# block 1

File: src/rtl/operand_sequencer.sv
// Operand sequencer: issues a walking a operand with a fixed b operand
// downstream and captures the returned results into a small buffer.
module operand_sequencer #(
  parameter int W     = 4,
  parameter int DEPTH = 16
) (
  input  logic                     clk,
  input  logic                     reset,
  input  logic                     start,
  input  logic [W-1:0]             a_first,
  input  logic [W-1:0]             a_last,
  input  logic [W-1:0]             b_value,
  output logic [W-1:0]             a,
  output logic [W-1:0]             b,
  output logic                     op_valid,
  input  logic                     op_ready,
  input  logic [W-1:0]             out,
  input  logic                     out_valid,
  input  logic [$clog2(DEPTH)-1:0] rd_addr,
  output logic [W-1:0]             rd_data,
  output logic                     busy,
  output logic                     done,
  output logic [W:0]               count,
  output logic                     overflow
);

  localparam int AW = $clog2(DEPTH);

  localparam logic [1:0] IDLE  = 2'd0;
  localparam logic [1:0] ISSUE = 2'd1;
  localparam logic [1:0] DRAIN = 2'd2;
  localparam logic [1:0] DONE  = 2'd3;

  logic [1:0]   state;
  logic [W:0]   n;
  logic [W:0]   issued;
  logic [W:0]   count_nx;
  logic         active;
  logic         xfer;
  logic         last_xfer;
  logic         cap;
  logic         fin;
  logic [W-1:0] mem [DEPTH];

  assign active    = (state == ISSUE) || (state == DRAIN);
  assign op_valid  = (state == ISSUE);
  assign busy      = active;
  assign done      = (state == DONE);
  assign xfer      = op_valid && op_ready;
  assign last_xfer = xfer && (issued == n - 1'b1);
  assign cap       = active && out_valid && (count < n);
  assign count_nx  = count + {{W{1'b0}}, cap};
  assign fin       = (count_nx == n);
  assign rd_data   = mem[rd_addr];

  always_ff @(posedge clk or posedge reset) begin
    if (reset) begin
      state    <= IDLE;
      a        <= '0;
      b        <= '0;
      n        <= '0;
      issued   <= '0;
      count    <= '0;
      overflow <= 1'b0;
    end else begin
      // a result with no slot left, or outside a sequence, is dropped
      if (out_valid && !cap) overflow <= 1'b1;
      count <= count_nx;
      case (state)
        IDLE, DONE: begin
          if (start) begin
            a        <= a_first;
            b        <= b_value;
            n        <= {1'b0, a_last - a_first} + 1'b1;
            issued   <= '0;
            count    <= '0;
            overflow <= 1'b0;
            state    <= ISSUE;
          end
        end
        ISSUE: begin
          if (xfer) begin
            a      <= a + 1'b1;
            issued <= issued + 1'b1;
            if (last_xfer) state <= fin ? DONE : DRAIN;
          end
        end
        DRAIN: begin
          if (fin) state <= DONE;
        end
        default: state <= IDLE;
      endcase
    end
  end

  always_ff @(posedge clk) begin
    if (cap) mem[count[AW-1:0]] <= out;
  end

endmodule

File: config.mk
export PLATFORM = sky130hd
export DESIGN_NAME = operand_sequencer
export DESIGN_NICKNAME = d
export VERILOG_FILES = /design/src/rtl/operand_sequencer.sv
export SDC_FILE = /design/constraint.sdc
export NUM_CORES = 1
export LEC_CHECK = 0
export CAP_MARGIN = 5
export CORE_MARGIN = 2
export CORE_UTILIZATION = 40
export CTS_CLUSTER_DIAMETER = 120
export DETAILED_ROUTE_END_ITERATION = 8
export HOLD_SLACK_MARGIN = 0.02
export PLACE_DENSITY_LB_ADDON = 0.1
export SLEW_MARGIN = 30
export SYNTH_ARGS = -nofsm -noshare
export SYNTH_HDL_FRONTEND = slang
export SYNTH_SLANG_ARGS = --single-unit
File: constraint.sdc
create_clock -name clk -period 5.4 [get_ports clk]
set_input_delay 1.08 -clock clk [delete_from_list [all_inputs] [get_ports clk]]
set_output_delay 1.08 -clock clk [all_outputs]
set_load 0.05 [all_outputs]
# block 2

`config.mk`:
```
export PLATFORM = sky130hd
export DESIGN_NAME = conv_encoder_term_flat
export DESIGN_NICKNAME = d
export VERILOG_FILES = /design/src/rtl/conv_pkg.sv /design/src/rtl/conv_encoder_term_if.sv /design/src/rtl/conv_encoder_core.sv /design/src/rtl/conv_encoder_term.sv /design/src/flat_wrapper.sv
export SDC_FILE = /design/constraint.sdc
export NUM_CORES = 1
export LEC_CHECK = 0
export ABC_AREA = 1
export CORE_AREA = 3 3 47 49
export CTS_CLUSTER_SIZE = 40
export DETAILED_ROUTE_END_ITERATION = 8
export DIE_AREA = 0 0 50 52
export DONT_BUFFER_PORTS = 1
export SLEW_MARGIN = 20
export SYNTH_ARGS = -nofsm -noshare
export SYNTH_HDL_FRONTEND = slang
export SYNTH_SLANG_ARGS = --single-unit
```
`constraint.sdc`:
```
create_clock -name clk -period 1.75 [get_ports clk]
set_clock_uncertainty 0.2 [all_clocks]
set_input_delay 0.2625 -clock clk [delete_from_list [all_inputs] [get_ports clk]]
set_output_delay 0.2625 -clock clk [all_outputs]
set_load 0.005 [all_outputs]
```
`src/rtl/conv_pkg.sv`:
```
// Shared types, default polynomials and helpers for the convolutional encoder
// and the decoder-side reference models that reuse its step function.
package conv_pkg;

  typedef enum logic {DATA, TAIL} conv_state_e;

  localparam int PARITY_W = 64;

  // LTE turbo constituent code (13/15 octal) and the classic K=3 code (7/5 octal)
  localparam logic [3:0] G_LTE_FB    = 4'b1011;
  localparam logic [3:0] G_LTE_FF    = 4'b1101;
  localparam logic [2:0] G_CLASSIC_7 = 3'b111;
  localparam logic [2:0] G_CLASSIC_5 = 3'b101;

  function automatic logic parity(input logic [PARITY_W-1:0] vec);
    return ^vec;
  endfunction

endpackage

```
`src/rtl/conv_encoder_term_if.sv`:
```
// Streaming bus of the encoder: information bits in, coded symbols out.
interface conv_encoder_term_if #(
  parameter int N_OUT = 2
);

  logic             s_valid;
  logic             s_ready;
  logic             s_data;
  logic             s_last;
  logic             m_valid;
  logic             m_ready;
  logic [N_OUT-1:0] m_data;
  logic             m_tail;
  logic             m_last;

  // master is the encoder's view; slave is the environment feeding and draining it
  modport master (
    input  s_valid, s_data, s_last, m_ready,
    output s_ready, m_valid, m_data, m_tail, m_last
  );

  modport slave (
    output s_valid, s_data, s_last, m_ready,
    input  s_ready, m_valid, m_data, m_tail, m_last
  );

endinterface

```
`src/rtl/conv_encoder_core.sv`:
```
// Purely combinational trellis step: (d, S) -> (f, coded symbol, S').
module conv_encoder_core
  import conv_pkg::*;
#(
  parameter int                 K         = 4,
  parameter int                 N_OUT     = 2,
  parameter int                 RECURSIVE = 1,
  parameter logic [K-1:0]       G_FB      = 4'b1011,
  parameter logic [N_OUT*K-1:0] G_FF      = {4'b1101, 4'b1011}
) (
  input  logic             d,
  input  logic [K-2:0]     state,
  output logic             f,
  output logic [N_OUT-1:0] code,
  output logic [K-2:0]     next_state
);

  logic fb_par;

  assign fb_par = parity(PARITY_W'(state & G_FB[K-2:0]));
  assign f      = (RECURSIVE != 0) ? (d ^ fb_par) : d;

  for (genvar j = 0; j < N_OUT; j++) begin : g_poly
    assign code[j] = parity(PARITY_W'({f, state} & G_FF[j*K +: K]));
  end

  // With K=2 the state is a single bit, so the shift degenerates to f alone
  if (K > 2) begin : g_shift
    assign next_state = {f, state[K-2:1]};
  end else begin : g_shift_k2
    assign next_state = f;
  end

endmodule

```
`src/rtl/conv_encoder_term.sv`:
```
// Rate-1/N_OUT convolutional encoder with registered output stage and
// optional K-1 symbol trellis termination after every frame.
module conv_encoder_term
  import conv_pkg::*;
#(
  parameter int                 K         = 4,
  parameter int                 N_OUT     = 2,
  parameter int                 RECURSIVE = 1,
  parameter logic [K-1:0]       G_FB      = G_LTE_FB,
  parameter logic [N_OUT*K-1:0] G_FF      = {G_LTE_FF, G_LTE_FB},
  parameter int                 TERMINATE = 1
) (
  input  logic                clk,
  input  logic                rst,
  input  logic                clear,
  conv_encoder_term_if.master bus,
  output logic [K-2:0]        state_o
);

  localparam int CW = (K > 2) ? $clog2(K - 1) : 1;

  conv_state_e      fsm_q, fsm_d;
  logic [CW-1:0]    cnt_q, cnt_d;
  logic [K-2:0]     state_q, state_d, core_next;
  logic [N_OUT-1:0] core_code, m_data_q;
  logic             m_valid_q, m_tail_q, m_last_q;
  logic             load_ok, accept, tail_step, load, sym_tail, sym_last;
  logic             tail_in, core_d, core_f;

  assign load_ok     = !m_valid_q || bus.m_ready;
  assign bus.s_ready = (fsm_q == DATA) && load_ok && !clear;
  assign accept      = bus.s_valid && bus.s_ready;
  assign tail_step   = (fsm_q == TAIL) && load_ok && !clear;

  // Tail input cancels the feedback so f=0 and zeros shift in behind it
  assign tail_in = (RECURSIVE != 0) ? parity(PARITY_W'(state_q & G_FB[K-2:0])) : 1'b0;
  assign core_d  = (fsm_q == TAIL) ? tail_in : bus.s_data;

  conv_encoder_core #(
    .K(K), .N_OUT(N_OUT), .RECURSIVE(RECURSIVE), .G_FB(G_FB), .G_FF(G_FF)
  ) u_core (
    .d(core_d), .state(state_q), .f(core_f), .code(core_code), .next_state(core_next)
  );

  always_comb begin
    if (fsm_q == TAIL) assert (core_f == 1'b0);
  end

  always_comb begin
    fsm_d    = fsm_q;
    cnt_d    = cnt_q;
    state_d  = state_q;
    load     = 1'b0;
    sym_tail = 1'b0;
    sym_last = 1'b0;
    if (clear) begin
      fsm_d   = DATA;
      cnt_d   = '0;
      state_d = '0;
    end else if (accept) begin
      load    = 1'b1;
      state_d = core_next;
      if (bus.s_last) begin
        if (TERMINATE != 0) begin
          fsm_d = TAIL;
          cnt_d = '0;
        end else begin
          sym_last = 1'b1;
          state_d  = '0;
        end
      end
    end else if (tail_step) begin
      load     = 1'b1;
      sym_tail = 1'b1;
      state_d  = core_next;
      if (cnt_q == CW'(K - 2)) begin
        sym_last = 1'b1;
        fsm_d    = DATA;
        cnt_d    = '0;
      end else begin
        cnt_d = cnt_q + 1'b1;
      end
    end
  end

  always_ff @(posedge clk or negedge rst) begin
    if (!rst) begin
      fsm_q   <= DATA;
      cnt_q   <= '0;
      state_q <= '0;
    end else begin
      fsm_q   <= fsm_d;
      cnt_q   <= cnt_d;
      state_q <= state_d;
    end
  end

  // Output stage holds until accepted; a fresh symbol may load in the same cycle
  always_ff @(posedge clk or negedge rst) begin
    if (!rst) begin
      m_valid_q <= 1'b0;
      m_data_q  <= '0;
      m_tail_q  <= 1'b0;
      m_last_q  <= 1'b0;
    end else if (clear) begin
      m_valid_q <= 1'b0;
      m_data_q  <= '0;
      m_tail_q  <= 1'b0;
      m_last_q  <= 1'b0;
    end else if (load) begin
      m_valid_q <= 1'b1;
      m_data_q  <= core_code;
      m_tail_q  <= sym_tail;
      m_last_q  <= sym_last;
    end else if (bus.m_ready) begin
      m_valid_q <= 1'b0;
    end
  end

  assign bus.m_valid = m_valid_q;
  assign bus.m_data  = m_data_q;
  assign bus.m_tail  = m_tail_q;
  assign bus.m_last  = m_last_q;
  assign state_o     = state_q;

endmodule
```
`src/flat_wrapper.sv`:
```
// flat-port wrapper written by rule: the top's interface ports become plain ports
module conv_encoder_term_flat import conv_pkg::*;
#(
  parameter int                 K         = 4,
  parameter int                 N_OUT     = 2,
  parameter int                 RECURSIVE = 1,
  parameter logic [K-1:0]       G_FB      = G_LTE_FB,
  parameter logic [N_OUT*K-1:0] G_FF      = {G_LTE_FF, G_LTE_FB},
  parameter int                 TERMINATE = 1
)
  (clk, rst, clear, state_o, bus_s_valid, bus_s_data, bus_s_last, bus_m_ready, bus_s_ready, bus_m_valid, bus_m_data, bus_m_tail, bus_m_last);
  conv_encoder_term_if #(.N_OUT(N_OUT)) bus_i ();
  input  logic clk;
  input  logic rst;
  input  logic clear;
  output logic [K-2:0] state_o;
  input wire logic [$bits(bus_i.s_valid)-1:0] bus_s_valid;
  input wire logic [$bits(bus_i.s_data)-1:0] bus_s_data;
  input wire logic [$bits(bus_i.s_last)-1:0] bus_s_last;
  input wire logic [$bits(bus_i.m_ready)-1:0] bus_m_ready;
  output wire logic [$bits(bus_i.s_ready)-1:0] bus_s_ready;
  output wire logic [$bits(bus_i.m_valid)-1:0] bus_m_valid;
  output wire logic [$bits(bus_i.m_data)-1:0] bus_m_data;
  output wire logic [$bits(bus_i.m_tail)-1:0] bus_m_tail;
  output wire logic [$bits(bus_i.m_last)-1:0] bus_m_last;
  assign bus_i.s_valid = bus_s_valid;
  assign bus_i.s_data = bus_s_data;
  assign bus_i.s_last = bus_s_last;
  assign bus_i.m_ready = bus_m_ready;
  assign bus_s_ready = bus_i.s_ready;
  assign bus_m_valid = bus_i.m_valid;
  assign bus_m_data = bus_i.m_data;
  assign bus_m_tail = bus_i.m_tail;
  assign bus_m_last = bus_i.m_last;
  conv_encoder_term #(.K(K), .N_OUT(N_OUT), .RECURSIVE(RECURSIVE), .G_FB(G_FB), .G_FF(G_FF), .TERMINATE(TERMINATE)) u_core (.clk(clk), .rst(rst), .clear(clear), .bus(bus_i), .state_o(state_o));
endmodule
```
### Power grid, block 1

Pins as bars on the die edge.
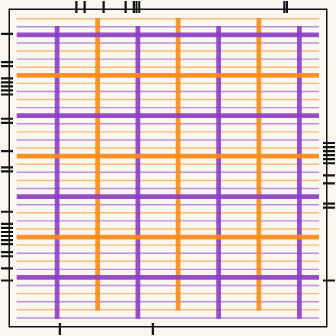
VDD -> orange
VSS -> purple
met5 straps = 7
met1 rails = 38
rows = 37
signal pins = 46

==> summary.json, block 1 <==
{
  "clkCellAreaFrac": 0.04011,
  "setup_viol": 0,
  "clock_sinks": 90,
  "r2r_setup_slack_ps": 1970,
  "yosysCellCount": 283,
  "top_cell": "sky130_fd_sc_hd__edfxtp_1",
  "worstReg2RegEnd": "state[0]",
  "tool_warnings": 28,
  "cts_inserted_buffers": 9,
  "die_w_um": 106.3,
  "fin_setup_tns_ps": 0,
  "detailedRoute.firstIterationViolations": 89,
  "num-nets-final": 371,
  "die_y_um": 106.3,
  "result_of_the_run": "finished, final reports clean",
  "comb_power_frac": 0.409,
  "synth_seq_share": 0.6148,
  "non_clock_buffer_count": 47,
  "register_area_um2": 2572,
  "final_max_slew_viol_count": 0,
  "final_setup_margin_ps": 713.2,
  "core_um2": 10230
}
## block 1: stage by stage
step           instances  hold slack [ps]  utilization  cell area [µm²]
2_1_floorplan        283            491.4            -             4184
3_3_place_gp         454            489.4       0.4659             4767
3_5_place_dp         454            495.0       0.4672             4780
4_1_cts              470            514.0       0.4867             4980
5_1_grt              470            535.5       0.4878             4991
6_report             470            511.0       0.4878             4991
## block 1: sequential cells by signal, summed over array words and instances (netlist names)
| name | flops |
|---|---|
| mem | 64 |
| count | 5 |
| issued | 5 |
| n | 5 |
| a | 4 |
| b | 4 |
| state | 2 |
| overflow | 1 |
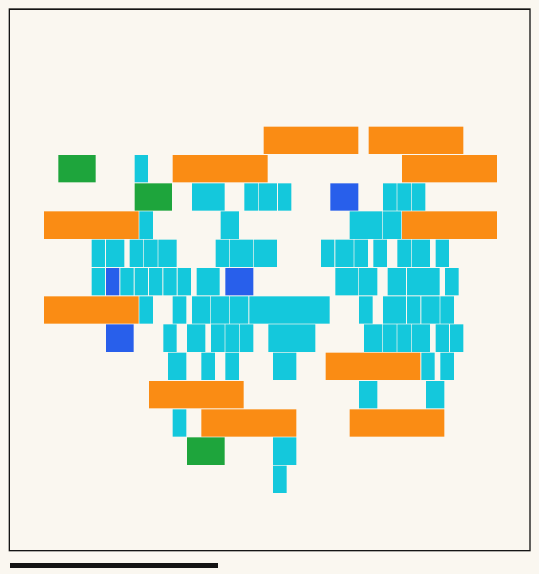
*Cells colored by class, block 2*
The bar under the picture is 20 µm long.
clock drivers and dummy loads -> blue  # cells 4
remaining logic cells -> cyan  # cells 73
remaining buffers and delay cells -> green  # cells 3
registers -> orange  # cells 11

==> summary.json, block 2 <==
{
  "postSynth.asyncResetShare": 1.000,
  "nNonClkInverters": 13,
  "hold_start": "bus_s_valid",
  "cap_violations": 0,
  "r2r_setup_slack_ps": 360,
  "yosysCellCount": 85,
  "seq_cell_count": 11,
  "router_iterations_before_antenna_repair": 4,
  "grt_most_used_layer": "met2",
  "synthCells": 85,
  "multiInputGateArea_um2": 305.3,
  "multiInputCombCellCount": 60,
  "holdCritPathClass": "input port to flop",
  "synth_seq_share": 0.4280,
  "enable_flop_cells": 0,
  "grt_max_degree": 12,
  "cts_inserted_buffers": 3,
  "clock.latency.late_pin_ps": 270,
  "most-common-layout-cells": "sky130_fd_sc_hd__nand2_1 (25), sky130_fd_sc_hd__nand3_1 (11), sky130_fd_sc_hd__dfrtp_1 (11), sky130_fd_sc_hd__inv_1 (10)",
  "cts_post_setup_buffers_inserted": 0,
  "dp_hpwl_um": 1032,
  "yosys_register_bits": 11,
  "largest_register_ff_count": 3,
  "final_max_slew_viol_count": 0,
  "top_cell": "sky130_fd_sc_hd__nand2_1",
  "design.portCount": 16,
  "seq_share": 0.3813,
  "result_of_the_run": "finished, final reports clean",
  "uppermost_metal_layer_occupied_by_signal_nets": "met3",
  "non_clock_buffer_count": 3
}
==> block 2: through the flow <==
stage                     hold slack [ps]  utilization  setup slack [ps]  cell area (µm²)
after floorplan                    -233.1            -             505.8            643.1
after global routing                46.90       0.3796             40.25            721.9
after detailed placement           -232.7       0.3500             374.0            665.6
final                               16.66       0.3796             151.4            721.9
after CTS                           12.99       0.3796             141.0            721.9
after global placement             -232.7       0.3500             377.4            665.6
==> block 2: power groups by stage <==
stage               sequential (µW)  clock (µW)  combinational (µW)
global placement                318           0                 121
floorplan                       307           0                 114
finish                          314         179                 133
detailed placement              318           0                 121
CTS                             313         186                 133
global route                    318         194                 157

# block 3

### Power grid, block 3

Pins as bars on the die edge.
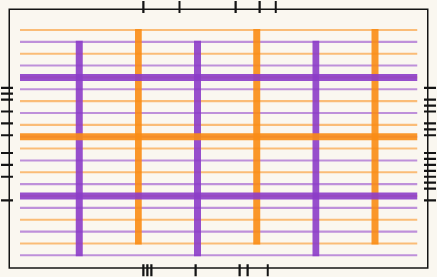
[src/rtl/code_conv_seq_ctrl.sv]
// code_conv_seq_ctrl: serial BCD <-> Excess-3 converter, one digit per cycle.
// Define CODE_CHECK_EN to build the per-digit code legality flags.
module code_conv_seq_ctrl #(
    parameter int DIGITS = 3
) (
    input  logic                clk,
    input  logic                rst_n,
    input  logic                in_valid,
    output logic                in_ready,
    input  logic                in_mode,
    input  logic [DIGITS*4-1:0] in_data,
    output logic                out_valid,
    input  logic                out_ready,
    output logic [DIGITS*4-1:0] out_data,
    output logic                out_mode,
    output logic                out_err,
    output logic [DIGITS-1:0]   out_err_mask,
    output logic                busy
);

    localparam int IW = (DIGITS > 1) ? $clog2(DIGITS) : 1;

    typedef enum logic [1:0] {
        IDLE,
        CONV,
        DONE
    } state_t;

    state_t              state;
    state_t              state_nx;
    logic [IW-1:0]       idx;
    logic [DIGITS*4-1:0] word;
    logic [DIGITS*4-1:0] result;
    logic                mode;
    logic [3:0]          din;
    logic [3:0]          dout;
    logic                last;
    logic                accept;

    assign accept = in_valid && in_ready;
    assign last   = (idx == IW'(DIGITS - 1));

    // the single shared digit unit
    assign din  = word[idx*4 +: 4];
    assign dout = mode ? (din - 4'd3) : (din + 4'd3);

    always_ff @(posedge clk or negedge rst_n) begin
        if (!rst_n) begin
            state <= IDLE;
        end else begin
            state <= state_nx;
        end
    end

    always_comb begin
        state_nx = state;
        unique case (state)
            IDLE:    if (in_valid)  state_nx = CONV;
            CONV:    if (last)      state_nx = DONE;
            DONE:    if (out_ready) state_nx = IDLE;
            default: state_nx = IDLE;
        endcase
    end

    always_ff @(posedge clk or negedge rst_n) begin
        if (!rst_n) begin
            idx    <= '0;
            word   <= '0;
            result <= '0;
            mode   <= 1'b0;
        end else if (accept) begin
            idx    <= '0;
            word   <= in_data;
            result <= '0;
            mode   <= in_mode;
        end else if (state == CONV) begin
            result[idx*4 +: 4] <= dout;
            if (!last) begin
                idx <= idx + 1'b1;
            end
        end
    end

`ifdef CODE_CHECK_EN
    logic              dig_bad;
    logic [DIGITS-1:0] mask;

    assign dig_bad = mode ? ((din < 4'd3) || (din > 4'd12))
                          : (din > 4'd9);

    always_ff @(posedge clk or negedge rst_n) begin
        if (!rst_n) begin
            mask <= '0;
        end else if (accept) begin
            mask <= '0;
        end else if (state == CONV) begin
            mask[idx] <= dig_bad;
        end
    end

    assign out_err_mask = mask;
`else
    assign out_err_mask = '0;
`endif

    assign out_err   = |out_err_mask;
    assign in_ready  = (state == IDLE);
    assign out_valid = (state == DONE);
    assign busy      = (state != IDLE);
    assign out_data  = result;
    assign out_mode  = mode;

endmodule
[config.mk]
export PLATFORM = sky130hd
export DESIGN_NAME = code_conv_seq_ctrl
export DESIGN_NICKNAME = d
export VERILOG_FILES = /design/src/rtl/code_conv_seq_ctrl.sv
export SDC_FILE = /design/constraint.sdc
export NUM_CORES = 1
export LEC_CHECK = 0
export ABC_AREA = 1
export CAP_MARGIN = 15
export CORE_ASPECT_RATIO = 0.6
export CORE_MARGIN = 2
export CORE_UTILIZATION = 30
export CTS_BUF_LIST = sky130_fd_sc_hd__clkbuf_4 sky130_fd_sc_hd__clkbuf_8
export DETAILED_ROUTE_END_ITERATION = 6
export PLACE_DENSITY = 0.66
export RECOVER_POWER = 25
export SETUP_SLACK_MARGIN = 0.3
export SLEW_MARGIN = 5
export SYNTH_ARGS = -nofsm -noshare
export SYNTH_HDL_FRONTEND = slang
export SYNTH_SLANG_ARGS = --single-unit
[constraint.sdc]
create_clock -name clk -period 1.8 [get_ports clk]
set_input_delay 0.45 -clock clk [delete_from_list [all_inputs] [get_ports clk]]
set_output_delay 0.45 -clock clk [all_outputs]
set_load 0.01 [all_outputs]
==> summary.json <==
{
  "result_of_the_run": "finished, final reports clean",
  "power.static_leakage_uw": 0.001056,
  "synth_seq_share": 0.4801,
  "numPortBuffers": 32,
  "synth_cell_types": 27,
  "mux_share": 0,
  "design.portCount": 37,
  "seq_power_share": 0.284,
  "comb_power_frac": 0.573,
  "setup_viol": 0,
  "worst_path_most_repeated_cell": "sky130_fd_sc_hd__nand2_2",
  "ys_sh_aoi": 0.08278,
  "internal-power_uw": 2168,
  "gr-usage-all-layers": 0.1335,
  "detailedRoute.firstIterationViolations": 29,
  "timing.critical_path.to": "out_data[10]",
  "area_leaders": "sky130_fd_sc_hd__dfrtp_1 (48%), sky130_fd_sc_hd__nand2_1 (13%), sky130_fd_sc_hd__nand3_1 (6.3%)"
}
About 'Power grid' of block 3:
VSS -> purple
VDD -> orange
rows = 19
met5 straps = 3
met1 rails = 20

-- sequential cells by signal, summed over array words and instances, names as in the netlist --
signal,count
idx,2
out_data,12
out_mode,1
state,2
word,12
-- metrics by stage --
step / cell area (µm²) / TNS [ps]
4_1_cts: 2049 / 0
6_report: 2086 / 0
3_5_place_dp: 1929 / -85.13
2_1_floorplan: 1536 / 0
3_3_place_gp: 1929 / 0
5_1_grt: 2086 / -214.0


## Gallery

The clock network.
(a)
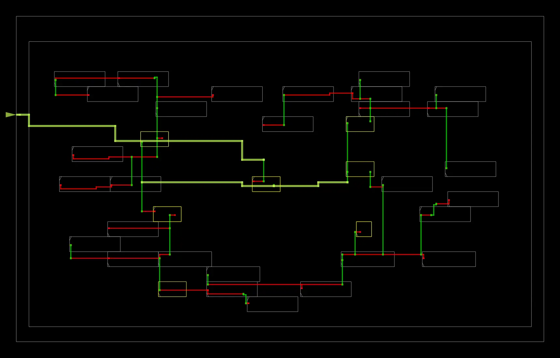
(b)
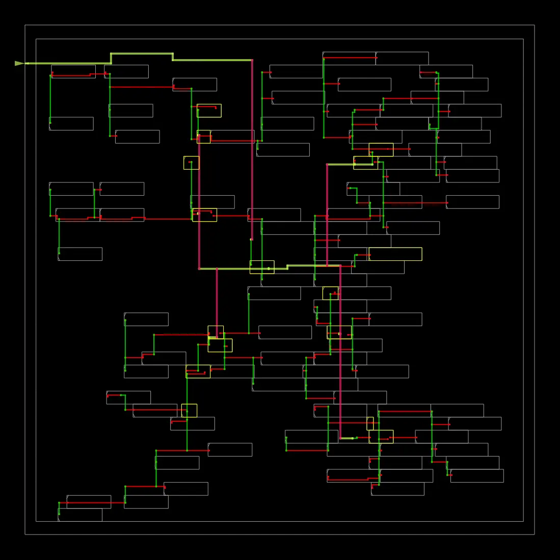
(c)
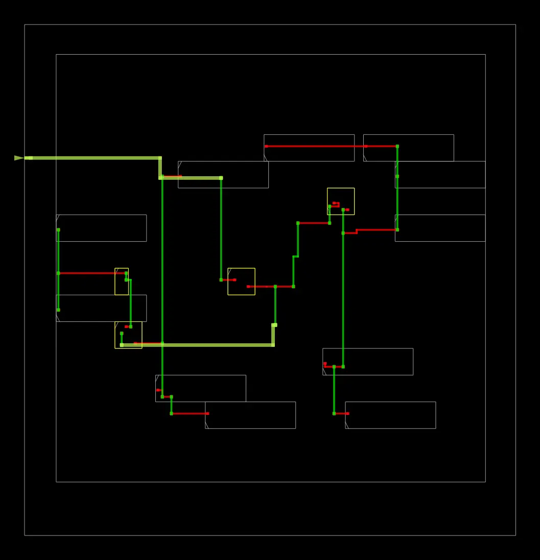
block 1 -> (b)
block 2 -> (c)
block 3 -> (a)
- most sequential cells: (b)
- fewest clock buffers: (c)


==> notes/layouts.md <==
Pictures saved along the way, in no particular order.

Routed clock nets over the placement.
The bar under the picture is 20 µm long.
picture 1
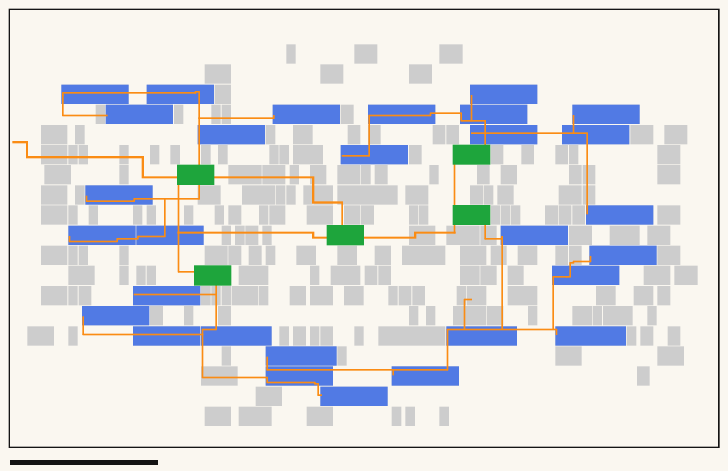
picture 2
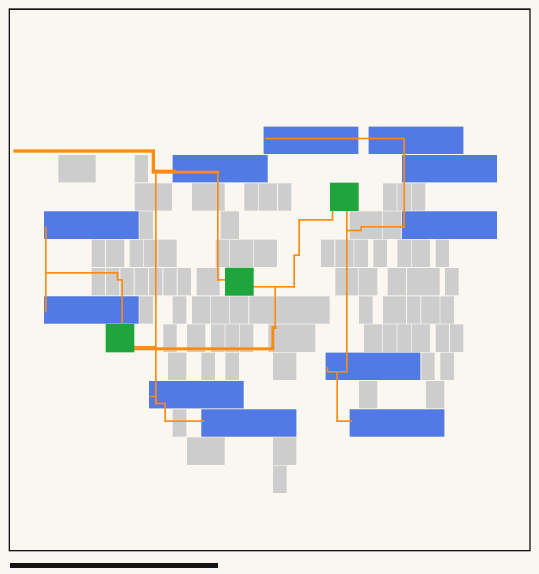
picture 3
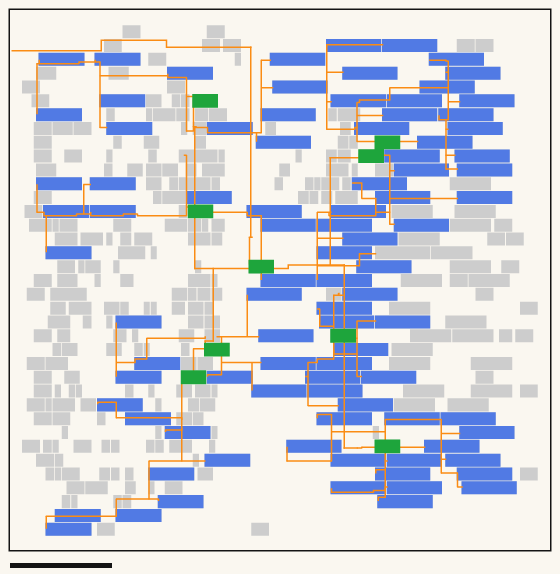
- most sequential cells: picture 3
- smallest die: picture 2
Block 1 is picture 3.
Block 3 is picture 1.
Block 2 is picture 2.

Power and IR drop assume default switching activity.
